==================== design 1
**Design 1: signal wires by layer**

Two of the layers only.
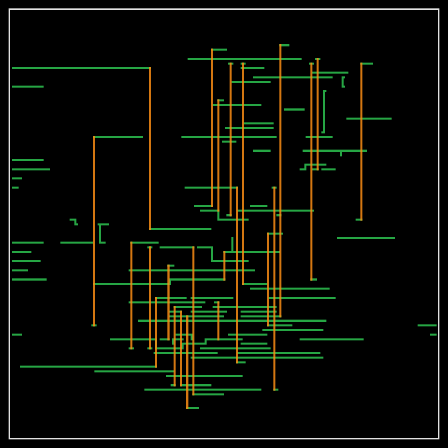

===== src/rtl/uart_pkg.sv =====
// Shared constants for the UART receive path: default framing parameters and FSM state codes.
package uart_pkg;

    localparam int DATA_BITS_DEF    = 8;
    localparam int CLKS_PER_BIT_DEF = 868;

    localparam logic [2:0] IDLE      = 3'd0;
    localparam logic [2:0] START     = 3'd1;
    localparam logic [2:0] DATA      = 3'd2;
    localparam logic [2:0] PARITY    = 3'd3;
    localparam logic [2:0] STOP      = 3'd4;
    localparam logic [2:0] WAIT_HIGH = 3'd5;

endpackage


===== src/rtl/uart_rx_sync.sv =====
// Two-flop synchronizer for asynchronous pad inputs; resets to 1 so idle-high lines
// never show a false edge while the part comes out of reset.
module uart_rx_sync #(
    parameter int WIDTH = 1
) (
    input  logic             clk,
    input  logic             rst,
    input  logic [WIDTH-1:0] d,
    output logic [WIDTH-1:0] q
);

    logic [WIDTH-1:0] meta;

    always_ff @(posedge clk) begin
        if (rst) begin
            meta <= '1;
            q    <= '1;
        end else begin
            meta <= d;
            q    <= meta;
        end
    end

endmodule


===== src/rtl/uart_rx_deserializer.sv =====
// UART receiver with mid-bit sampling and a one-entry valid/ready holding register.
// Define UART_RX_PARITY_EN to add an even-parity bit between data and stop.
module uart_rx_deserializer #(
    parameter int CLKS_PER_BIT = uart_pkg::CLKS_PER_BIT_DEF,
    parameter int DATA_BITS    = uart_pkg::DATA_BITS_DEF
) (
    input  logic                 SYSCLK,
    input  logic                 SYSRESET,
    input  logic                 RX,
    input  logic                 enable,
    output logic [DATA_BITS-1:0] rx_data,
    output logic                 rx_valid,
    input  logic                 rx_ready,
    output logic                 frame_err,
    output logic                 overrun,
    output logic                 parity_err,
    output logic                 busy
);
    import uart_pkg::*;

    localparam int BAUD_W = $clog2(CLKS_PER_BIT + 1);
    localparam int BIT_W  = $clog2(DATA_BITS + 1);
    localparam logic [BAUD_W-1:0] HALF_LOAD = BAUD_W'(CLKS_PER_BIT / 2);
    localparam logic [BAUD_W-1:0] FULL_LOAD = BAUD_W'(CLKS_PER_BIT);
    localparam logic [BIT_W-1:0]  LAST_BIT  = BIT_W'(DATA_BITS - 1);

    logic                 rx_s;
    logic [2:0]           state;
    logic [BAUD_W-1:0]    baud_cnt;
    logic [BIT_W-1:0]     bit_cnt;
    logic [DATA_BITS-1:0] shreg;
    logic                 baud_done;
    logic                 stop_sample;
    logic                 byte_ok;
    logic                 take;

    uart_rx_sync #(.WIDTH(1)) u_sync (
        .clk (SYSCLK),
        .rst (SYSRESET),
        .d   (RX),
        .q   (rx_s)
    );

    // The load value counts the cycle that loads it, so expiry is at 1, not 0.
    assign baud_done   = (baud_cnt == BAUD_W'(1));
    assign stop_sample = enable && (state == STOP) && baud_done;
    assign take        = rx_valid && rx_ready;
    assign busy        = (state != IDLE);

`ifdef UART_RX_PARITY_EN
    logic par_bit;
    logic par_bad;

    assign par_bad = par_bit ^ (^shreg);
    assign byte_ok = stop_sample && rx_s && !par_bad;
`else
    assign byte_ok    = stop_sample && rx_s;
    assign parity_err = 1'b0;
`endif

    always_ff @(posedge SYSCLK) begin
        if (SYSRESET) begin
            state     <= IDLE;
            baud_cnt  <= '0;
            bit_cnt   <= '0;
            shreg     <= '0;
            frame_err <= 1'b0;
`ifdef UART_RX_PARITY_EN
            par_bit    <= 1'b0;
            parity_err <= 1'b0;
`endif
        end else begin
            frame_err <= 1'b0;
`ifdef UART_RX_PARITY_EN
            parity_err <= 1'b0;
`endif
            if (!enable) begin
                state    <= IDLE;
                baud_cnt <= '0;
                bit_cnt  <= '0;
            end else begin
                case (state)
                    IDLE: begin
                        if (!rx_s) begin
                            state    <= START;
                            bit_cnt  <= '0;
                            baud_cnt <= HALF_LOAD;
                        end
                    end
                    START: begin
                        if (baud_done) begin
                            if (rx_s) begin
                                state    <= IDLE;
                                baud_cnt <= '0;
                            end else begin
                                state    <= DATA;
                                baud_cnt <= FULL_LOAD;
                            end
                        end else begin
                            baud_cnt <= baud_cnt - 1'b1;
                        end
                    end
                    DATA: begin
                        if (baud_done) begin
                            shreg    <= {rx_s, shreg[DATA_BITS-1:1]};
                            baud_cnt <= FULL_LOAD;
                            if (bit_cnt == LAST_BIT) begin
                                bit_cnt <= '0;
`ifdef UART_RX_PARITY_EN
                                state   <= PARITY;
`else
                                state   <= STOP;
`endif
                            end else begin
                                bit_cnt <= bit_cnt + 1'b1;
                            end
                        end else begin
                            baud_cnt <= baud_cnt - 1'b1;
                        end
                    end
`ifdef UART_RX_PARITY_EN
                    PARITY: begin
                        if (baud_done) begin
                            par_bit  <= rx_s;
                            baud_cnt <= FULL_LOAD;
                            state    <= STOP;
                        end else begin
                            baud_cnt <= baud_cnt - 1'b1;
                        end
                    end
`endif
                    STOP: begin
                        if (baud_done) begin
                            baud_cnt  <= '0;
                            frame_err <= !rx_s;
`ifdef UART_RX_PARITY_EN
                            parity_err <= par_bad;
`endif
                            // A low stop bit may be a break; wait for the line to recover.
                            state <= rx_s ? IDLE : WAIT_HIGH;
                        end else begin
                            baud_cnt <= baud_cnt - 1'b1;
                        end
                    end
                    WAIT_HIGH: begin
                        if (rx_s) state <= IDLE;
                    end
                    default: begin
                        state    <= IDLE;
                        baud_cnt <= '0;
                        bit_cnt  <= '0;
                    end
                endcase
            end
        end
    end

    // Holding register: a completing byte replaces the old one only if it is being consumed.
    always_ff @(posedge SYSCLK) begin
        if (SYSRESET) begin
            rx_data  <= '0;
            rx_valid <= 1'b0;
            overrun  <= 1'b0;
        end else begin
            overrun <= 1'b0;
            if (byte_ok && (!rx_valid || take)) begin
                rx_data  <= shreg;
                rx_valid <= 1'b1;
            end else begin
                if (take)    rx_valid <= 1'b0;
                if (byte_ok) overrun  <= 1'b1;
            end
        end
    end

endmodule


===== config.mk =====
export PLATFORM = sky130hd
export DESIGN_NAME = uart_rx_deserializer
export DESIGN_NICKNAME = d
export VERILOG_FILES = /design/src/rtl/uart_pkg.sv /design/src/rtl/uart_rx_sync.sv /design/src/rtl/uart_rx_deserializer.sv
export SDC_FILE = /design/constraint.sdc
export NUM_CORES = 1
export LEC_CHECK = 0
export CAP_MARGIN = 0
export CORE_UTILIZATION = 51
export DETAILED_ROUTE_END_ITERATION = 8
export MAX_ROUTING_LAYER = met4
export PLACE_DENSITY = 0.72
export SYNTH_ARGS = -nofsm -noshare
export SYNTH_HDL_FRONTEND = slang
export SYNTH_SLANG_ARGS = --single-unit

===== constraint.sdc =====
create_clock -name SYSCLK -period 1.7 [get_ports SYSCLK]
set_clock_uncertainty 0.2 [all_clocks]
set_input_delay 0.51 -clock SYSCLK [delete_from_list [all_inputs] [get_ports SYSCLK]]
set_output_delay 0.51 -clock SYSCLK [all_outputs]
set_load 0.02 [all_outputs]

==================== design 2
**config.mk**
```make
export PLATFORM = sky130hd
export DESIGN_NAME = pipe_ctrl_unit_flat
export DESIGN_NICKNAME = d
export VERILOG_FILES = /design/src/rtl/pipe_ctrl_pkg.sv /design/src/rtl/pipe_ctrl_if.sv /design/src/rtl/pipe_ctrl_decode.sv /design/src/rtl/pipe_ctrl_unit.sv /design/src/flat_wrapper.sv
export SDC_FILE = /design/constraint.sdc
export NUM_CORES = 1
export LEC_CHECK = 0
export ABC_AREA = 1
export CAP_MARGIN = 20
export CORE_MARGIN = 2
export CORE_UTILIZATION = 25
export DETAILED_ROUTE_END_ITERATION = 7
export MAX_ROUTING_LAYER = met4
export RECOVER_POWER = 100
export SYNTH_ARGS = -nofsm -noshare
export SYNTH_HDL_FRONTEND = slang
export SYNTH_HIERARCHICAL = 1
export SYNTH_SLANG_ARGS = --single-unit
```
**constraint.sdc**
```tcl
create_clock -name clk -period 1.4 [get_ports clk]
set_clock_uncertainty 0.2 [all_clocks]
set_input_delay 0.14 -clock clk [delete_from_list [all_inputs] [get_ports clk]]
set_output_delay 0.14 -clock clk [all_outputs]
set_load 0.1 [all_outputs]
```
**src/rtl/pipe_ctrl_pkg.sv**
```systemverilog
// Shared opcode/funct constants, ALU-control encodings and control bundles for pipe_ctrl_unit.
// Optional build macro PIPE_CTRL_LINK_EN adds a link flag as the write-back bundle MSB.
package pipe_ctrl_pkg;

  typedef enum logic [3:0] {
    ALU_AND = 4'b0000,
    ALU_OR  = 4'b0001,
    ALU_ADD = 4'b0010,
    ALU_SRL = 4'b0011,
    ALU_SUB = 4'b0110,
    ALU_SLT = 4'b0111,
    ALU_XOR = 4'b1001,
    ALU_SLL = 4'b1010,
    ALU_SRA = 4'b1011,
    ALU_NOR = 4'b1100
  } alu_op_t;

  localparam logic [5:0] OP_RTYPE = 6'b000000;
  localparam logic [5:0] OP_J     = 6'b000010;
  localparam logic [5:0] OP_JAL   = 6'b000011;
  localparam logic [5:0] OP_BEQ   = 6'b000100;
  localparam logic [5:0] OP_BNE   = 6'b000101;
  localparam logic [5:0] OP_ADDI  = 6'b001000;
  localparam logic [5:0] OP_SLTI  = 6'b001010;
  localparam logic [5:0] OP_ANDI  = 6'b001100;
  localparam logic [5:0] OP_ORI   = 6'b001101;
  localparam logic [5:0] OP_XORI  = 6'b001110;
  localparam logic [5:0] OP_LW    = 6'b100011;
  localparam logic [5:0] OP_SW    = 6'b101011;

  localparam logic [5:0] FN_SLL  = 6'b000000;
  localparam logic [5:0] FN_SRL  = 6'b000010;
  localparam logic [5:0] FN_SRA  = 6'b000011;
  localparam logic [5:0] FN_JR   = 6'b001000;
  localparam logic [5:0] FN_JALR = 6'b001001;
  localparam logic [5:0] FN_ADD  = 6'b100000;
  localparam logic [5:0] FN_SUB  = 6'b100010;
  localparam logic [5:0] FN_AND  = 6'b100100;
  localparam logic [5:0] FN_OR   = 6'b100101;
  localparam logic [5:0] FN_XOR  = 6'b100110;
  localparam logic [5:0] FN_NOR  = 6'b100111;
  localparam logic [5:0] FN_SLT  = 6'b101010;

  typedef struct packed {
    logic    reg_dst;
    logic    alu_src;
    alu_op_t alu_op;
  } ex_ctrl_t;

  typedef struct packed {
    logic branch;
    logic mem_read;
    logic mem_write;
  } mem_ctrl_t;

  typedef struct packed {
`ifdef PIPE_CTRL_LINK_EN
    logic link;
`endif
    logic reg_write;
    logic mem_to_reg;
  } wb_ctrl_t;

  localparam int unsigned WB_W = $bits(wb_ctrl_t);

  typedef struct packed {
    ex_ctrl_t  ex;
    mem_ctrl_t mem;
    wb_ctrl_t  wb;
    logic      jump;
  } dec_ctrl_t;

endpackage

```
**src/rtl/pipe_ctrl_if.sv**
```systemverilog
// ID-stage inputs and per-stage control outputs of pipe_ctrl_unit.
// wb_ctrl is 3 bits wide when PIPE_CTRL_LINK_EN is defined, otherwise 2.
interface pipe_ctrl_if
  import pipe_ctrl_pkg::*;
#(
  parameter int unsigned REG_AW = 5,
  parameter int unsigned ALUC_W = 4
) ();

  logic              id_valid;
  logic [5:0]        opcode;
  logic [5:0]        funct;
  logic [REG_AW-1:0] id_rs;
  logic [REG_AW-1:0] id_rt;
  logic [REG_AW-1:0] id_rd;
  logic              ex_branch_taken;
  logic [ALUC_W+1:0] ex_ctrl;
  logic [2:0]        mem_ctrl;
  logic [WB_W-1:0]   wb_ctrl;
  logic [REG_AW-1:0] wb_dst;
  logic              id_jump;
  logic              stall;
  logic              flush;

  modport slave (
    input  id_valid, opcode, funct, id_rs, id_rt, id_rd, ex_branch_taken,
    output ex_ctrl, mem_ctrl, wb_ctrl, wb_dst, id_jump, stall, flush
  );

  modport master (
    output id_valid, opcode, funct, id_rs, id_rt, id_rd, ex_branch_taken,
    input  ex_ctrl, mem_ctrl, wb_ctrl, wb_dst, id_jump, stall, flush
  );

endinterface

```
**src/rtl/pipe_ctrl_decode.sv**
```systemverilog
// Combinational opcode/funct decode into the per-stage control bundles.
// With PIPE_CTRL_LINK_EN, jal/jalr also write back and raise the link flag.
module pipe_ctrl_decode
  import pipe_ctrl_pkg::*;
(
  input  logic [5:0] opcode,
  input  logic [5:0] funct,
  output dec_ctrl_t  dec
);

  always_comb begin
    dec = '0;
    if (opcode == OP_RTYPE) begin
      dec.ex.reg_dst   = 1'b1;
      dec.wb.reg_write = 1'b1;
      case (funct)
        FN_ADD:  dec.ex.alu_op = ALU_ADD;
        FN_SUB:  dec.ex.alu_op = ALU_SUB;
        FN_AND:  dec.ex.alu_op = ALU_AND;
        FN_OR:   dec.ex.alu_op = ALU_OR;
        FN_XOR:  dec.ex.alu_op = ALU_XOR;
        FN_NOR:  dec.ex.alu_op = ALU_NOR;
        FN_SLL:  dec.ex.alu_op = ALU_SLL;
        FN_SRL:  dec.ex.alu_op = ALU_SRL;
        FN_SRA:  dec.ex.alu_op = ALU_SRA;
        FN_SLT:  dec.ex.alu_op = ALU_SLT;
        FN_JR: begin
          dec.jump         = 1'b1;
          dec.wb.reg_write = 1'b0;
        end
        FN_JALR: begin
          dec.jump         = 1'b1;
`ifdef PIPE_CTRL_LINK_EN
          dec.wb.link      = 1'b1;
`else
          dec.wb.reg_write = 1'b0;
`endif
        end
        default: dec = '0;
      endcase
    end else begin
      dec.ex.alu_src = 1'b1;
      case (opcode)
        OP_ADDI: begin dec.ex.alu_op = ALU_ADD; dec.wb.reg_write = 1'b1; end
        OP_SLTI: begin dec.ex.alu_op = ALU_SLT; dec.wb.reg_write = 1'b1; end
        OP_ANDI: begin dec.ex.alu_op = ALU_AND; dec.wb.reg_write = 1'b1; end
        OP_ORI:  begin dec.ex.alu_op = ALU_OR;  dec.wb.reg_write = 1'b1; end
        OP_XORI: begin dec.ex.alu_op = ALU_XOR; dec.wb.reg_write = 1'b1; end
        OP_LW: begin
          dec.ex.alu_op     = ALU_ADD;
          dec.mem.mem_read  = 1'b1;
          dec.wb.reg_write  = 1'b1;
          dec.wb.mem_to_reg = 1'b1;
        end
        OP_SW: begin
          dec.ex.alu_op     = ALU_ADD;
          dec.mem.mem_write = 1'b1;
        end
        OP_BEQ, OP_BNE: begin
          dec.ex.alu_op  = ALU_SUB;
          dec.mem.branch = 1'b1;
        end
        OP_J: dec.jump = 1'b1;
        OP_JAL: begin
          dec.jump = 1'b1;
`ifdef PIPE_CTRL_LINK_EN
          dec.wb.reg_write = 1'b1;
          dec.wb.link      = 1'b1;
`endif
        end
        default: dec = '0;
      endcase
    end
  end

endmodule

```
**src/rtl/pipe_ctrl_unit.sv**
```systemverilog
// Pipeline control: decode, load-use stall / branch flush, ID/EX -> EX/MEM -> MEM/WB control registers.
// PIPE_CTRL_LINK_EN routes jal's destination to register 31 and carries the link flag.
module pipe_ctrl_unit
  import pipe_ctrl_pkg::*;
#(
  parameter int unsigned REG_AW = 5,
  parameter int unsigned ALUC_W = 4
) (
  input  logic       clk,
  input  logic       rst_n,
  pipe_ctrl_if.slave bus
);

  typedef struct packed {
    ex_ctrl_t          ex;
    mem_ctrl_t         mem;
    wb_ctrl_t          wb;
    logic [REG_AW-1:0] dst;
  } id_ex_t;

  dec_ctrl_t         dec;
  id_ex_t            id_ex_q, id_ex_d;
  mem_ctrl_t         ex_mem_mem_q;
  wb_ctrl_t          ex_mem_wb_q, mem_wb_wb_q;
  logic [REG_AW-1:0] ex_mem_dst_q, mem_wb_dst_q;
  logic [REG_AW-1:0] id_dst;
  logic [ALUC_W-1:0] aluc;
  logic              hazard, stall_i, bubble;

  pipe_ctrl_decode u_decode (
    .opcode (bus.opcode),
    .funct  (bus.funct),
    .dec    (dec)
  );

  always_comb begin
    id_dst = dec.ex.reg_dst ? bus.id_rd : bus.id_rt;
`ifdef PIPE_CTRL_LINK_EN
    if (bus.opcode == OP_JAL) id_dst = REG_AW'(31);
`endif
  end

  // A taken branch squashes ID anyway, so it overrides the load-use stall.
  always_comb begin
    hazard  = bus.id_valid && id_ex_q.mem.mem_read && (id_ex_q.dst != '0) &&
              ((id_ex_q.dst == bus.id_rs) || (id_ex_q.dst == bus.id_rt));
    stall_i = hazard && !bus.ex_branch_taken;
    bubble  = !bus.id_valid || stall_i || bus.ex_branch_taken;
    id_ex_d = '0;
    if (!bubble) begin
      id_ex_d.ex  = dec.ex;
      id_ex_d.mem = dec.mem;
      id_ex_d.wb  = dec.wb;
      id_ex_d.dst = id_dst;
      if (id_dst == '0) id_ex_d.wb.reg_write = 1'b0;
    end
  end

  always_comb begin
    aluc          = '0;
    aluc[3:0]     = id_ex_q.ex.alu_op;
    bus.ex_ctrl   = {id_ex_q.ex.reg_dst, id_ex_q.ex.alu_src, aluc};
    bus.mem_ctrl  = ex_mem_mem_q;
    bus.wb_ctrl   = mem_wb_wb_q;
    bus.wb_dst    = mem_wb_dst_q;
    bus.stall     = stall_i;
    bus.flush     = bus.ex_branch_taken;
    bus.id_jump   = dec.jump && bus.id_valid && !stall_i && !bus.ex_branch_taken;
  end

  always_ff @(posedge clk or negedge rst_n) begin
    if (!rst_n) begin
      id_ex_q      <= '0;
      ex_mem_mem_q <= '0;
      ex_mem_wb_q  <= '0;
      ex_mem_dst_q <= '0;
      mem_wb_wb_q  <= '0;
      mem_wb_dst_q <= '0;
    end else begin
      id_ex_q      <= id_ex_d;
      ex_mem_mem_q <= id_ex_q.mem;
      ex_mem_wb_q  <= id_ex_q.wb;
      ex_mem_dst_q <= id_ex_q.dst;
      mem_wb_wb_q  <= ex_mem_wb_q;
      mem_wb_dst_q <= ex_mem_dst_q;
    end
  end

endmodule

```
**src/flat_wrapper.sv**
```systemverilog
// flat-port wrapper written by rule: the top's interface ports become plain ports
module pipe_ctrl_unit_flat import pipe_ctrl_pkg::*;
#(
  parameter int unsigned REG_AW = 5,
  parameter int unsigned ALUC_W = 4
)
  (clk, rst_n, bus_id_valid, bus_opcode, bus_funct, bus_id_rs, bus_id_rt, bus_id_rd, bus_ex_branch_taken, bus_ex_ctrl, bus_mem_ctrl, bus_wb_ctrl, bus_wb_dst, bus_id_jump, bus_stall, bus_flush);
  pipe_ctrl_if #(.REG_AW(REG_AW), .ALUC_W(ALUC_W)) bus_i ();
  input  logic clk;
  input  logic rst_n;
  input wire logic [$bits(bus_i.id_valid)-1:0] bus_id_valid;
  input wire logic [$bits(bus_i.opcode)-1:0] bus_opcode;
  input wire logic [$bits(bus_i.funct)-1:0] bus_funct;
  input wire logic [$bits(bus_i.id_rs)-1:0] bus_id_rs;
  input wire logic [$bits(bus_i.id_rt)-1:0] bus_id_rt;
  input wire logic [$bits(bus_i.id_rd)-1:0] bus_id_rd;
  input wire logic [$bits(bus_i.ex_branch_taken)-1:0] bus_ex_branch_taken;
  output wire logic [$bits(bus_i.ex_ctrl)-1:0] bus_ex_ctrl;
  output wire logic [$bits(bus_i.mem_ctrl)-1:0] bus_mem_ctrl;
  output wire logic [$bits(bus_i.wb_ctrl)-1:0] bus_wb_ctrl;
  output wire logic [$bits(bus_i.wb_dst)-1:0] bus_wb_dst;
  output wire logic [$bits(bus_i.id_jump)-1:0] bus_id_jump;
  output wire logic [$bits(bus_i.stall)-1:0] bus_stall;
  output wire logic [$bits(bus_i.flush)-1:0] bus_flush;
  assign bus_i.id_valid = bus_id_valid;
  assign bus_i.opcode = bus_opcode;
  assign bus_i.funct = bus_funct;
  assign bus_i.id_rs = bus_id_rs;
  assign bus_i.id_rt = bus_id_rt;
  assign bus_i.id_rd = bus_id_rd;
  assign bus_i.ex_branch_taken = bus_ex_branch_taken;
  assign bus_ex_ctrl = bus_i.ex_ctrl;
  assign bus_mem_ctrl = bus_i.mem_ctrl;
  assign bus_wb_ctrl = bus_i.wb_ctrl;
  assign bus_wb_dst = bus_i.wb_dst;
  assign bus_id_jump = bus_i.id_jump;
  assign bus_stall = bus_i.stall;
  assign bus_flush = bus_i.flush;
  pipe_ctrl_unit #(.REG_AW(REG_AW), .ALUC_W(ALUC_W)) u_core (.clk(clk), .rst_n(rst_n), .bus(bus_i));
endmodule
```
==================== design 3
$ cat config.mk
export PLATFORM = sky130hd
export DESIGN_NAME = alu_input_sequencer
export DESIGN_NICKNAME = d
export VERILOG_FILES = /design/src/rtl/alu_pkg.sv /design/src/rtl/cycle_watchdog.sv /design/src/rtl/alu_input_sequencer.sv
export SDC_FILE = /design/constraint.sdc
export NUM_CORES = 1
export LEC_CHECK = 0
export CORE_MARGIN = 3
export CORE_UTILIZATION = 52
export CTS_BUF_LIST = sky130_fd_sc_hd__clkbuf_8 sky130_fd_sc_hd__clkbuf_16
export DETAILED_ROUTE_END_ITERATION = 16
export PLACE_DENSITY = 0.79
export SLEW_MARGIN = 20
export SYNTH_ARGS = -nofsm -noshare
export SYNTH_HDL_FRONTEND = slang
export SYNTH_SLANG_ARGS = --single-unit
$ cat constraint.sdc
create_clock -name clk -period 2.4 [get_ports clk]
set_input_delay 0.48 -clock clk [delete_from_list [all_inputs] [get_ports clk]]
set_output_delay 0.48 -clock clk [all_outputs]
set_load 0.01 [all_outputs]
$ cat src/rtl/alu_pkg.sv
// Shared definitions for the ALU input sequencer: op codes, FSM states and
// helpers that encode which load strobe the control unit should raise next.
package alu_pkg;

    localparam int DEFAULT_WIDTH = 8;

    localparam logic [1:0] OP_ADD = 2'b00;
    localparam logic [1:0] OP_SUB = 2'b01;
    localparam logic [1:0] OP_MUL = 2'b10;
    localparam logic [1:0] OP_DIV = 2'b11;

    // Strobe vectors are ordered {load_a, load_q, load_m}.
    localparam logic [2:0] STB_NONE = 3'b000;
    localparam logic [2:0] STB_A    = 3'b100;
    localparam logic [2:0] STB_Q    = 3'b010;
    localparam logic [2:0] STB_M    = 3'b001;

    typedef enum logic [2:0] {
        IDLE  = 3'd0,
        START = 3'd1,
        LOAD  = 3'd2,
        RUN   = 3'd3,
        ABORT = 3'd4
    } seq_state_e;

    function automatic logic [2:0] first_strobe(input logic [1:0] op);
        logic [2:0] stb;
        if (op == OP_MUL) begin
            stb = STB_Q;
        end else begin
            stb = STB_A;
        end
        return stb;
    endfunction

    // Only div has two strobes in LOAD: Q first, then M.
    function automatic logic [2:0] load_strobe(input logic [1:0] op, input logic step);
        logic [2:0] stb;
        if ((op == OP_DIV) && (step == 1'b0)) begin
            stb = STB_Q;
        end else begin
            stb = STB_M;
        end
        return stb;
    endfunction

endpackage

$ cat src/rtl/cycle_watchdog.sv
// Up-counter with synchronous clear and enable; expired flags the cycle in
// which the next increment would reach LIMIT.
module cycle_watchdog #(
    parameter int LIMIT = 255,
    parameter int CNT_W = $clog2(LIMIT + 1)
) (
    input  logic clk,
    input  logic reset_input,
    input  logic clear,
    input  logic enable,
    output logic expired
);

    localparam logic [CNT_W-1:0] LAST  = CNT_W'(LIMIT - 1);
    localparam logic [CNT_W-1:0] LIMIT_V = CNT_W'(LIMIT);

    logic [CNT_W-1:0] count_q;
    logic [CNT_W-1:0] count_d;

    // Next count: clear has priority, saturate at LIMIT.
    always_comb begin
        count_d = count_q;
        if (clear) begin
            count_d = {CNT_W{1'b0}};
        end else if (enable && (count_q != LIMIT_V)) begin
            count_d = count_q + CNT_W'(1);
        end else begin
            count_d = count_q;
        end
    end

    // Count register.
    always_ff @(posedge clk) begin
        if (reset_input) begin
            count_q <= {CNT_W{1'b0}};
        end else begin
            count_q <= count_d;
        end
    end

    assign expired = enable & ~clear & (count_q == LAST);

endmodule

$ cat src/rtl/alu_input_sequencer.sv
// Feeds one buffered operation at a time into the ALU control unit, placing
// each operand on INBUS in the cycle of its load strobe and policing order.
module alu_input_sequencer
    import alu_pkg::*;
#(
    parameter int WIDTH          = DEFAULT_WIDTH,
    parameter int TIMEOUT_CYCLES = 255
) (
    input  logic             clk,
    input  logic             reset_input,
    input  logic             req_valid,
    output logic             req_ready,
    input  logic [1:0]       req_op,
    input  logic [WIDTH-1:0] req_a,
    input  logic [WIDTH-1:0] req_q,
    input  logic [WIDTH-1:0] req_m,
    output logic             cu_begin,
    output logic [1:0]       cu_op_code,
    output logic [WIDTH-1:0] inbus,
    input  logic             load_a,
    input  logic             load_q,
    input  logic             load_m,
    input  logic             cu_end,
    output logic             busy,
    output logic             op_done,
    output logic             seq_error,
    output logic             div_zero,
    output logic             timeout,
    output logic             cu_reset_req
);

    seq_state_e       state_q, state_d;

    logic             pend_valid_q, pend_valid_d;
    logic [1:0]       pend_op_q, pend_op_d;
    logic [WIDTH-1:0] pend_a_q, pend_a_d;
    logic [WIDTH-1:0] pend_qr_q, pend_qr_d;
    logic [WIDTH-1:0] pend_m_q, pend_m_d;

    logic [1:0]       act_op_q, act_op_d;
    logic [WIDTH-1:0] act_a_q, act_a_d;
    logic [WIDTH-1:0] act_qr_q, act_qr_d;
    logic [WIDTH-1:0] act_m_q, act_m_d;

    logic             load_step_q, load_step_d;
    logic             abort_timeout_q, abort_timeout_d;

    logic [2:0]       strobes_s;
    logic             accept_s;
    logic             slot_release_s;
    logic             wd_clear_s;
    logic             wd_enable_s;
    logic             wd_expired_s;
    logic             cu_begin_s;
    logic             op_done_s;
    logic             seq_error_s;
    logic             div_zero_s;
    logic             timeout_s;
    logic             cu_reset_req_s;

    assign strobes_s = {load_a, load_q, load_m};
    assign accept_s  = req_valid & ~pend_valid_q;

    cycle_watchdog #(
        .LIMIT (TIMEOUT_CYCLES)
    ) u_watchdog (
        .clk         (clk),
        .reset_input (reset_input),
        .clear       (wd_clear_s),
        .enable      (wd_enable_s),
        .expired     (wd_expired_s)
    );

    // Sequencing FSM: launch, strobe-order checking, watchdog and abort.
    always_comb begin
        state_d         = state_q;
        act_op_d        = act_op_q;
        act_a_d         = act_a_q;
        act_qr_d        = act_qr_q;
        act_m_d         = act_m_q;
        load_step_d     = load_step_q;
        abort_timeout_d = abort_timeout_q;
        slot_release_s  = 1'b0;
        wd_clear_s      = 1'b0;
        wd_enable_s     = 1'b0;
        cu_begin_s      = 1'b0;
        op_done_s       = 1'b0;
        seq_error_s     = 1'b0;
        div_zero_s      = 1'b0;
        timeout_s       = 1'b0;
        cu_reset_req_s  = 1'b0;
        case (state_q)
            IDLE: begin
                if (!pend_valid_q) begin
                    state_d = IDLE;
                end else if ((pend_op_q == OP_DIV) && (pend_m_q == {WIDTH{1'b0}})) begin
                    div_zero_s     = 1'b1;
                    slot_release_s = 1'b1;
                end else begin
                    act_op_d       = pend_op_q;
                    act_a_d        = pend_a_q;
                    act_qr_d       = pend_qr_q;
                    act_m_d        = pend_m_q;
                    slot_release_s = 1'b1;
                    state_d        = START;
                end
            end
            START: begin
                cu_begin_s  = 1'b1;
                load_step_d = 1'b0;
                if (strobes_s == first_strobe(act_op_q)) begin
                    state_d = LOAD;
                end else begin
                    abort_timeout_d = 1'b0;
                    state_d         = ABORT;
                end
            end
            LOAD: begin
                if (strobes_s != load_strobe(act_op_q, load_step_q)) begin
                    abort_timeout_d = 1'b0;
                    state_d         = ABORT;
                end else if (strobes_s == STB_M) begin
                    wd_clear_s = 1'b1;
                    state_d    = RUN;
                end else begin
                    load_step_d = 1'b1;
                end
            end
            RUN: begin
                wd_enable_s = 1'b1;
                if (cu_end) begin
                    op_done_s = 1'b1;
                    state_d   = IDLE;
                end else if (wd_expired_s) begin
                    abort_timeout_d = 1'b1;
                    state_d         = ABORT;
                end else begin
                    state_d = RUN;
                end
            end
            ABORT: begin
                cu_reset_req_s = 1'b1;
                if (abort_timeout_q) begin
                    timeout_s = 1'b1;
                end else begin
                    seq_error_s = 1'b1;
                end
                state_d = IDLE;
            end
            default: begin
                state_d = IDLE;
            end
        endcase
    end

    // Pending slot: operands the op ignores are stored as zero.
    always_comb begin
        pend_op_d = pend_op_q;
        pend_a_d  = pend_a_q;
        pend_qr_d = pend_qr_q;
        pend_m_d  = pend_m_q;
        if (accept_s) begin
            pend_valid_d = 1'b1;
            pend_op_d    = req_op;
            pend_a_d     = (req_op == OP_MUL) ? {WIDTH{1'b0}} : req_a;
            pend_qr_d    = ((req_op == OP_ADD) || (req_op == OP_SUB)) ? {WIDTH{1'b0}} : req_q;
            pend_m_d     = req_m;
        end else if (slot_release_s) begin
            pend_valid_d = 1'b0;
        end else begin
            pend_valid_d = pend_valid_q;
        end
    end

    // State, pending and active registers.
    always_ff @(posedge clk) begin
        if (reset_input) begin
            state_q         <= IDLE;
            pend_valid_q    <= 1'b0;
            pend_op_q       <= 2'b00;
            pend_a_q        <= {WIDTH{1'b0}};
            pend_qr_q       <= {WIDTH{1'b0}};
            pend_m_q        <= {WIDTH{1'b0}};
            act_op_q        <= 2'b00;
            act_a_q         <= {WIDTH{1'b0}};
            act_qr_q        <= {WIDTH{1'b0}};
            act_m_q         <= {WIDTH{1'b0}};
            load_step_q     <= 1'b0;
            abort_timeout_q <= 1'b0;
        end else begin
            state_q         <= state_d;
            pend_valid_q    <= pend_valid_d;
            pend_op_q       <= pend_op_d;
            pend_a_q        <= pend_a_d;
            pend_qr_q       <= pend_qr_d;
            pend_m_q        <= pend_m_d;
            act_op_q        <= act_op_d;
            act_a_q         <= act_a_d;
            act_qr_q        <= act_qr_d;
            act_m_q         <= act_m_d;
            load_step_q     <= load_step_d;
            abort_timeout_q <= abort_timeout_d;
        end
    end

    // INBUS follows the strobes in the same cycle; A has priority, then Q.
    always_comb begin
        if (load_a) begin
            inbus = act_a_q;
        end else if (load_q) begin
            inbus = act_qr_q;
        end else if (load_m) begin
            inbus = act_m_q;
        end else begin
            inbus = {WIDTH{1'b0}};
        end
    end

    assign req_ready    = ~pend_valid_q;
    assign busy         = (state_q != IDLE);
    assign cu_op_code   = act_op_q;
    assign cu_begin     = cu_begin_s;
    assign op_done      = op_done_s;
    assign seq_error    = seq_error_s;
    assign div_zero     = div_zero_s;
    assign timeout      = timeout_s;
    assign cu_reset_req = cu_reset_req_s;

endmodule


==> screenshots <==
Routed clock nets over the placement.
shot_01.png
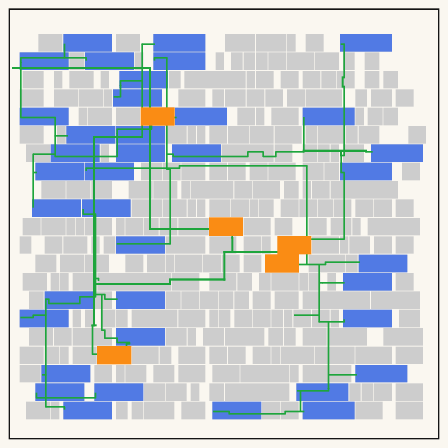
shot_02.png
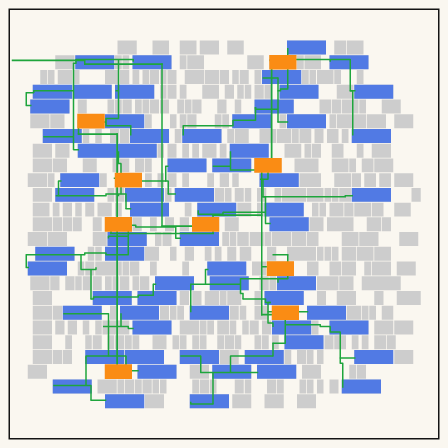
shot_03.png
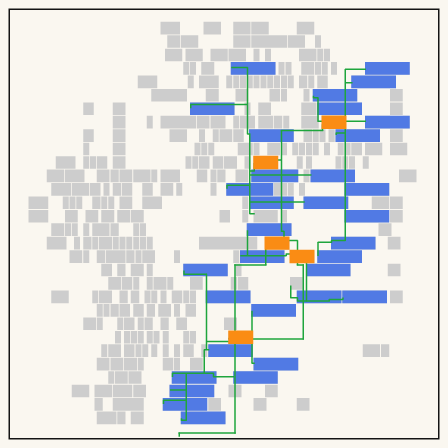
- most sequential cells: shot_02.png
design 1 -> shot_01.png
design 2 -> shot_03.png
design 3 -> shot_02.png

Key to shot_02.png:
legend:
  clock-net drivers:
    color: orange
    count: 9
  flip-flops:
    color: blue
    count: 66
  clock wires:
    color: green
    length: 712 um
flops lie: spread over the die
routed clock nets: 10

**Design 3: cell classes on the final placement**

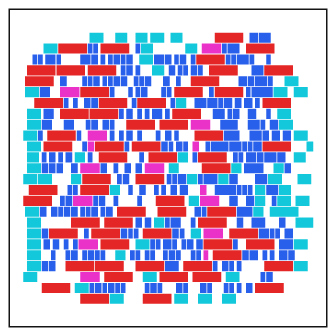
legend:
  clock drivers and dummy loads:
    color: magenta
    cells: 15
    share_of_their_area: 4.9%
  remaining logic cells:
    color: blue
    cells: 272
    share_of_their_area: 39%
  remaining buffers and delay cells:
    color: cyan
    cells: 68
    share_of_their_area: 18%
  registers:
    color: red
    cells: 66
    share_of_their_area: 38%

==> metrics.cfg, design 3 <==
[power_and_ir_drop]
power-per-cell-area_nw_per_um2 = 621.7
clkPwrFrac_pct = 35.8
maxPowerGroup = sequential cells

[clock_network]
clkSinkCount = 66
ctsHoldBuffers = 0

[route]
drc_errors = 0

[synthesis]
synth_nets = 394
ys_cells = 359
yosys_area_um2 = 2771

[placed_design]
dp_cells = 473

[floorplanning]
rows = 25
io_pins = 51
die_y_um = 79.01

[worst_setup_path]
cp.buffers_inverters = 3
cp.arrival_ns = 1.78

[run_status]
outcome = finished clean

[finish]
design_area_um2 = 3575

design 3: per-layer routing:
metal | up-vias | share of wire (%) | global-route usage (%)
met5 | - | 0 | 0
met4 | 0 | 2.0 | 10.14
met3 | 15 | 5.0 | 3.628
met2 | 75 | 49 | 38.89
met1 | 1197 | 44 | 28.55
li1 | 1318 | - | -
design 3: final cells by class:
class | instances | area share (%)
well taps | 67 | 2.345
inverters | 8 | 0.8400
multi-input cells | 264 | 37.35
clock inverters | 4 | 0.5250
clock buffers | 11 | 4.235
flip-flops and latches | 66 | 36.96
repair buffers | 68 | 17.75
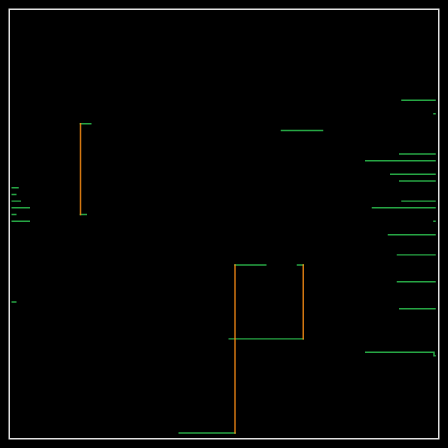
**Above:** design 2 (signal wires by layer).
Two of the layers only.
legend:
  M4:
    color: orange
    wire_length: 67.3 um
  M3:
    color: green
    wire_length: 167 um

==> metrics.cfg, design 2 <==
[sta]
layout_setup_ws_ns = -0.4649
setup_viol = 18
hold_violations = 0

[finish]
largestClassByArea = buffers
comb_area_um2 = 723.2
fill_cells = 696
stdcell_count = 407
nonClockInverterCount = 49

[worst_setup_path]
cp.arrival_ns = 1.52
crit_slowest_cell = dfrtp_2

[synthesis]
synth_seq_share_pct = 48.39

[placed_design]
dp_hpwl_um = 3044

[run_status]
outcome = complete, but fails checks
violations = negative setup slack

[power_and_ir_drop]
maxPowerGroup = sequential cells
total_power_mw = 2.160

design 2: sequential cells by signal, indices dropped and copies added, names as in the netlist:
| name | cells |
|---|---|
| u_core/ex_mem_dst_q | 5 |
| u_core/aluc | 4 |
| u_core/bus.ex_ctrl | 2 |
| u_core/bus.wb_ctrl | 2 |
| u_core/ex_mem_wb_q | 2 |
| u_core/bus.wb_dst | 5 |
| u_core/bus.mem_ctrl | 3 |
| u_core/id_ex_q | 10 |
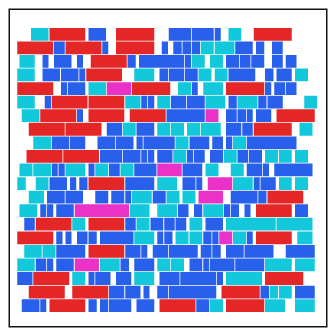
**Above:** design 1 (cell classes on the final placement).
legend:
  remaining buffers and delay cells:
    color: cyan
    cells: 83
    share_of_their_area: 26%
  clock drivers and dummy loads:
    color: magenta
    cells: 8
    share_of_their_area: 3.8%
  remaining logic cells:
    color: blue
    cells: 167
    share_of_their_area: 44%
  registers:
    color: red
    cells: 38
    share_of_their_area: 26%

About 'signal wires by layer' of design 1:
legend:
  M4:
    color: orange
    wire_length: 446 um
  M3:
    color: green
    wire_length: 613 um

==> metrics.cfg, design 1 <==
[sta]
setup_viol = 37
layout_setup_ws_ns = -0.3586

[route]
drc_errors = 0
num_vias = 2186

[synthesis]
synth-seq-cells = 38
syn_area_per_cell_um2 = 8.804
yosysWarnings = 0
ff_type = dfxtp_1
mux_area_share_pct = 9.387
synth_area_um2 = 1919

[finish]
drive_gt1_share_pct = 45.27
fill_cells = 177

[floorplanning]
taps = 46

[clock_network]
clkSinkCount = 38
clock_path_buffers = 2
ctsHoldBuffers = 0
cts_inserted_buffers = 5

[run_status]
outcome = complete, but fails checks
violations = negative setup slack

[global_route]
grt_first_pass_wirelength_um = 10090

[worst_setup_path]
crit_top_cell = buf_6

[placed_design]
dpl_worst_slack_ns = -0.4754

[power_and_ir_drop]
power-per-cell-area_nw_per_um2 = 636.0

[design 1: repair_timing]
action | 4_1_cts | 5_1_grt
setup buffers | 18 | 6
resized | 48 | 44
setup endpoints to repair | 45 | 43
cloned | 1 | 0
pin swaps | 14 | 33
[design 1: layer usage]
layer / share of wire (%) / global-route usage, %
met5: 0 / -
met4: 6.0 / 19.32
met3: 8.3 / 5.254
met2: 48 / 56.91
met1: 38 / 36.95
[design 1: worst max-delay path, delay by kind of cell, from the launching register on]
family,cells,cell delay [ns]
muxes,1,0.24
and+or+nand+nor,4,0.73
DFF,1,0.34
buffers and inverters,3,0.43

==================== design 4
`src/rtl/if_bpu_pkg.sv`:
```
// if_bpu_pkg: shared definitions for the fetch-side branch prediction unit.
//   - RISC-V opcodes the predictor decodes (conditional branch, JAL)
//   - 2-bit saturating counter encoding used by the BHT
//   - bht_next(): saturating counter update
package if_bpu_pkg;

   localparam logic [6:0] INSTR_BXX = 7'b1100011;
   localparam logic [6:0] INSTR_JAL = 7'b1101111;

   // Bit 1 of the counter is the taken prediction.
   typedef enum logic [1:0] {
      BHT_SNT = 2'b00,   // strongly not-taken
      BHT_WNT = 2'b01,   // weakly not-taken (reset value)
      BHT_WT  = 2'b10,   // weakly taken
      BHT_ST  = 2'b11    // strongly taken
   } bht_cnt_e;

   // Move one step toward the observed outcome, saturating at both ends.
   function automatic bht_cnt_e bht_next(input bht_cnt_e cnt, input logic taken);
      bht_cnt_e nxt;
      case (cnt)
         BHT_SNT: nxt = taken ? BHT_WNT : BHT_SNT;
         BHT_WNT: nxt = taken ? BHT_WT  : BHT_SNT;
         BHT_WT:  nxt = taken ? BHT_ST  : BHT_WNT;
         default: nxt = taken ? BHT_ST  : BHT_WT;
      endcase
      return nxt;
   endfunction

endpackage

```
`src/rtl/if_bpu_if.sv`:
```
// if_bpu_if: bus between IF / EX and the branch prediction unit.
//   prdt_*   : IF presents a fetched instruction, BPU answers combinationally
//   upd_*    : EX reports a resolved control-flow instruction
//   flush_o / redirect_pc_o : BPU tells IF to squash and restart fetch
// Handshake: there is no ready on either channel. A channel carries a
// transaction in every cycle its valid is high at the rising clock edge; the
// BPU always accepts (updates are only ignored as wrong-path while flush_o=1).
// modport master = IF/EX side, modport slave = BPU side.
interface if_bpu_if #(
   parameter int XLEN = 32
);
   logic            prdt_valid_i;
   logic [XLEN-1:0] prdt_pc_i;
   logic [31:0]     prdt_instr_i;
   logic            prdt_taken_o;
   logic [XLEN-1:0] prdt_target_o;
   logic            upd_valid_i;
   logic            upd_is_bxx_i;
   logic [XLEN-1:0] upd_pc_i;
   logic            upd_taken_i;
   logic            upd_prdt_taken_i;
   logic [XLEN-1:0] upd_target_i;
   logic            flush_o;
   logic [XLEN-1:0] redirect_pc_o;

   modport master (
      output prdt_valid_i, prdt_pc_i, prdt_instr_i,
      output upd_valid_i, upd_is_bxx_i, upd_pc_i, upd_taken_i, upd_prdt_taken_i, upd_target_i,
      input  prdt_taken_o, prdt_target_o, flush_o, redirect_pc_o
   );

   modport slave (
      input  prdt_valid_i, prdt_pc_i, prdt_instr_i,
      input  upd_valid_i, upd_is_bxx_i, upd_pc_i, upd_taken_i, upd_prdt_taken_i, upd_target_i,
      output prdt_taken_o, prdt_target_o, flush_o, redirect_pc_o
   );
endinterface

```
`src/rtl/if_bpu_bht.sv`:
```
// if_bpu_bht: branch history table of 2-bit saturating counters.
//   clk, rst_n  : clock, asynchronous active-low reset (all counters -> WNT)
//   rd_idx      : combinational read index
//   rd_taken    : counter MSB at rd_idx (pre-update value, no write bypass)
//   wr_en       : apply one saturating step at the next rising edge
//   wr_idx      : counter to train
//   wr_taken    : direction of the step
module if_bpu_bht
   import if_bpu_pkg::*;
#(
   parameter int ENTRIES = 64,
   parameter int IDX_W   = $clog2(ENTRIES)
) (
   input  logic             clk,
   input  logic             rst_n,
   input  logic [IDX_W-1:0] rd_idx,
   output logic             rd_taken,
   input  logic             wr_en,
   input  logic [IDX_W-1:0] wr_idx,
   input  logic             wr_taken
);

   bht_cnt_e cnt_q [ENTRIES];

   assign rd_taken = cnt_q[rd_idx][1];

   always_ff @(posedge clk or negedge rst_n) begin
      if (!rst_n) begin
         for (int i = 0; i < ENTRIES; i++) begin
            cnt_q[i] <= BHT_WNT;
         end
      end else if (wr_en) begin
         cnt_q[wr_idx] <= bht_next(cnt_q[wr_idx], wr_taken);
      end
   end

endmodule

```
`src/rtl/if_bpu.sv`:
```
// if_bpu: fetch-side branch prediction unit.
//   clk, rst_n : core clock, asynchronous active-low reset
//   bus        : if_bpu_if slave modport
//     prediction : prdt_valid_i/pc/instr in -> prdt_taken_o/prdt_target_o,
//                  combinational, zero when prdt_valid_i=0
//     update     : upd_* from EX trains the BHT on conditional branches
//     redirect   : flush_o one-cycle pulse with redirect_pc_o the cycle
//                  after a mispredict; redirect_pc_o holds otherwise
module if_bpu
   import if_bpu_pkg::*;
#(
   parameter int XLEN        = 32,
   parameter int BHT_ENTRIES = 64
) (
   input logic     clk,
   input logic     rst_n,
   if_bpu_if.slave bus
);

   localparam int IDX_W = $clog2(BHT_ENTRIES);

   logic            bht_taken;
   logic            upd_ok;
   logic            mis;
   logic            flush_q;
   logic [XLEN-1:0] redirect_q;
   logic [XLEN-1:0] b_imm;
   logic [XLEN-1:0] j_imm;
   logic [6:0]      opcode;

   // An update seen while the flush pulse is out belongs to the squashed
   // path, so it neither trains the table nor raises another flush.
   assign upd_ok = bus.upd_valid_i & ~flush_q;
   assign mis    = upd_ok & (bus.upd_taken_i != bus.upd_prdt_taken_i);

   if_bpu_bht #(
      .ENTRIES (BHT_ENTRIES),
      .IDX_W   (IDX_W)
   ) u_bht (
      .clk      (clk),
      .rst_n    (rst_n),
      .rd_idx   (bus.prdt_pc_i[IDX_W+1:2]),
      .rd_taken (bht_taken),
      .wr_en    (upd_ok & bus.upd_is_bxx_i),
      .wr_idx   (bus.upd_pc_i[IDX_W+1:2]),
      .wr_taken (bus.upd_taken_i)
   );

   // Sign-extended B-type and J-type immediates (bit 0 is always zero).
   assign opcode = bus.prdt_instr_i[6:0];
   assign b_imm  = {{(XLEN-12){bus.prdt_instr_i[31]}}, bus.prdt_instr_i[7],
                    bus.prdt_instr_i[30:25], bus.prdt_instr_i[11:8], 1'b0};
   assign j_imm  = {{(XLEN-20){bus.prdt_instr_i[31]}}, bus.prdt_instr_i[19:12],
                    bus.prdt_instr_i[20], bus.prdt_instr_i[30:21], 1'b0};

   // Target sums wrap modulo 2^XLEN by construction.
   always_comb begin
      bus.prdt_taken_o  = 1'b0;
      bus.prdt_target_o = '0;
      if (bus.prdt_valid_i) begin
         case (opcode)
            INSTR_BXX: begin
               bus.prdt_taken_o  = bht_taken;
               bus.prdt_target_o = bus.prdt_pc_i + b_imm;
            end
            INSTR_JAL: begin
               bus.prdt_taken_o  = 1'b1;
               bus.prdt_target_o = bus.prdt_pc_i + j_imm;
            end
            default: begin
               bus.prdt_target_o = bus.prdt_pc_i + XLEN'(4);
            end
         endcase
      end
   end

   always_ff @(posedge clk or negedge rst_n) begin
      if (!rst_n) begin
         flush_q    <= 1'b0;
         redirect_q <= '0;
      end else begin
         flush_q <= mis;
         if (mis) begin
            redirect_q <= bus.upd_taken_i ? bus.upd_target_i : bus.upd_pc_i + XLEN'(4);
         end
      end
   end

   assign bus.flush_o       = flush_q;
   assign bus.redirect_pc_o = redirect_q;

endmodule

```
`src/flat_wrapper.sv`:
```
// flat-port wrapper written by rule: the top's interface ports become plain ports
module if_bpu_flat import if_bpu_pkg::*;
#(
   parameter int XLEN        = 32,
   parameter int BHT_ENTRIES = 64
)
  (clk, rst_n, bus_prdt_valid_i, bus_prdt_pc_i, bus_prdt_instr_i, bus_upd_valid_i, bus_upd_is_bxx_i, bus_upd_pc_i, bus_upd_taken_i, bus_upd_prdt_taken_i, bus_upd_target_i, bus_prdt_taken_o, bus_prdt_target_o, bus_flush_o, bus_redirect_pc_o);
  if_bpu_if #(.XLEN(XLEN)) bus_i ();
  input logic clk;
  input logic rst_n;
  input wire logic [$bits(bus_i.prdt_valid_i)-1:0] bus_prdt_valid_i;
  input wire logic [$bits(bus_i.prdt_pc_i)-1:0] bus_prdt_pc_i;
  input wire logic [$bits(bus_i.prdt_instr_i)-1:0] bus_prdt_instr_i;
  input wire logic [$bits(bus_i.upd_valid_i)-1:0] bus_upd_valid_i;
  input wire logic [$bits(bus_i.upd_is_bxx_i)-1:0] bus_upd_is_bxx_i;
  input wire logic [$bits(bus_i.upd_pc_i)-1:0] bus_upd_pc_i;
  input wire logic [$bits(bus_i.upd_taken_i)-1:0] bus_upd_taken_i;
  input wire logic [$bits(bus_i.upd_prdt_taken_i)-1:0] bus_upd_prdt_taken_i;
  input wire logic [$bits(bus_i.upd_target_i)-1:0] bus_upd_target_i;
  output wire logic [$bits(bus_i.prdt_taken_o)-1:0] bus_prdt_taken_o;
  output wire logic [$bits(bus_i.prdt_target_o)-1:0] bus_prdt_target_o;
  output wire logic [$bits(bus_i.flush_o)-1:0] bus_flush_o;
  output wire logic [$bits(bus_i.redirect_pc_o)-1:0] bus_redirect_pc_o;
  assign bus_i.prdt_valid_i = bus_prdt_valid_i;
  assign bus_i.prdt_pc_i = bus_prdt_pc_i;
  assign bus_i.prdt_instr_i = bus_prdt_instr_i;
  assign bus_i.upd_valid_i = bus_upd_valid_i;
  assign bus_i.upd_is_bxx_i = bus_upd_is_bxx_i;
  assign bus_i.upd_pc_i = bus_upd_pc_i;
  assign bus_i.upd_taken_i = bus_upd_taken_i;
  assign bus_i.upd_prdt_taken_i = bus_upd_prdt_taken_i;
  assign bus_i.upd_target_i = bus_upd_target_i;
  assign bus_prdt_taken_o = bus_i.prdt_taken_o;
  assign bus_prdt_target_o = bus_i.prdt_target_o;
  assign bus_flush_o = bus_i.flush_o;
  assign bus_redirect_pc_o = bus_i.redirect_pc_o;
  if_bpu #(.XLEN(XLEN), .BHT_ENTRIES(BHT_ENTRIES)) u_core (.clk(clk), .rst_n(rst_n), .bus(bus_i));
endmodule
```
`config.mk`:
```
export PLATFORM = sky130hd
export DESIGN_NAME = if_bpu_flat
export DESIGN_NICKNAME = d
export VERILOG_FILES = /design/src/rtl/if_bpu_pkg.sv /design/src/rtl/if_bpu_if.sv /design/src/rtl/if_bpu_bht.sv /design/src/rtl/if_bpu.sv /design/src/flat_wrapper.sv
export SDC_FILE = /design/constraint.sdc
export NUM_CORES = 1
export LEC_CHECK = 0
export ABC_CLOCK_PERIOD_IN_PS = 6400
export CAP_MARGIN = 20
export CORE_MARGIN = 5
export CORE_UTILIZATION = 54
export CTS_CLUSTER_DIAMETER = 120
export DETAILED_ROUTE_END_ITERATION = 8
export MAX_ROUTING_LAYER = met4
export PLACE_DENSITY = 0.85
export SLEW_MARGIN = 40
export SYNTH_ARGS = -nofsm -noshare
export SYNTH_HDL_FRONTEND = slang
export SYNTH_SLANG_ARGS = --single-unit
```
`constraint.sdc`:
```
create_clock -name clk -period 6.4 [get_ports clk]
set_input_delay 1.28 -clock clk [delete_from_list [all_inputs] [get_ports clk]]
set_output_delay 1.28 -clock clk [all_outputs]
set_load 0.05 [all_outputs]
```
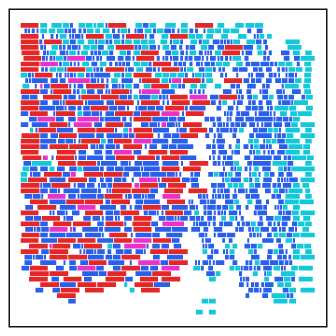
**Above:** design 4 (cell classes on the final placement).
legend:
  remaining logic cells:
    color: blue
    cells: 915
    share_of_their_area: 49%
  registers:
    color: red
    cells: 161
    share_of_their_area: 28%
  clock drivers and dummy loads:
    color: magenta
    cells: 32
    share_of_their_area: 4.3%
  remaining buffers and delay cells:
    color: cyan
    cells: 268
    share_of_their_area: 19%

==> metrics.cfg <==
[run_status]
outcome = finished clean

[clock_network]
worstSkewPairLatency_ns = 0.44

[synthesis]
synth_nets = 1313
synth_seq_share_pct = 35.78
synthTopLogicFamily = multiplexers

[route]
drc_errors = 0

[run]
cap_violations = 0

[global_route]
antenna_found_initial = 0
grt_max_degree = 119

[finish]
layout_top_cell = clkdlybuf4s50_1

[sta]
fin_worst_skew_ns = 0.01230
timing.hold.ws_ns = 0.4811

[worst_setup_path]
path_max_fanout = 4
crit_slowest_cell = or4_4
critPathMaxStageDelay_ns = 0.48

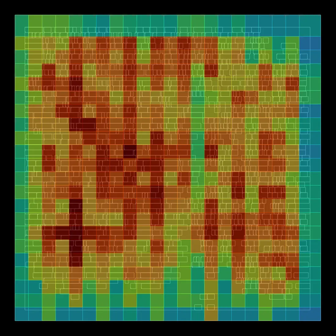
**Above:** design 4 (congestion heat map).
GR Util met2: 52.29%
grt peak-use layer: met2

## sequential cells by signal, indices dropped and copies added (netlist names)
register / flops
u_core.bus.redirect_pc_o: 32
u_core.bus.flush_o: 1
u_core.u_bht.cnt_q: 128
## metal layers
layer	vias to the layer above	share of wire [%]
li1	4627	-
met1	5175	38
met2	581	50
met3	134	8.1
met4	0	3.8
met5	-	0
## power breakdown
group / internal [mW] / total, mW / switching [mW]
Combinational: 0.415 / 1.00 / 0.586
Clock: 0.702 / 1.12 / 0.416
Sequential: 1.12 / 1.17 / 0.0455


## Gallery

Congestion heat map.
Plate I
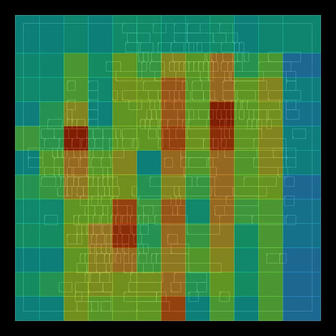
Plate II
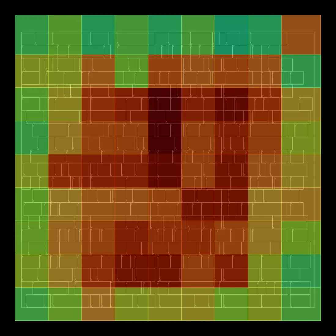
Plate III
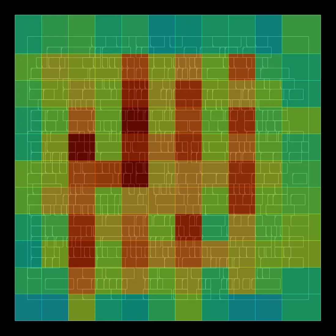
- Plate I = design 2
- Plate II = design 1
- Plate III = design 3

Power figures rest on the tool's default switching activity, not on a simulated workload.
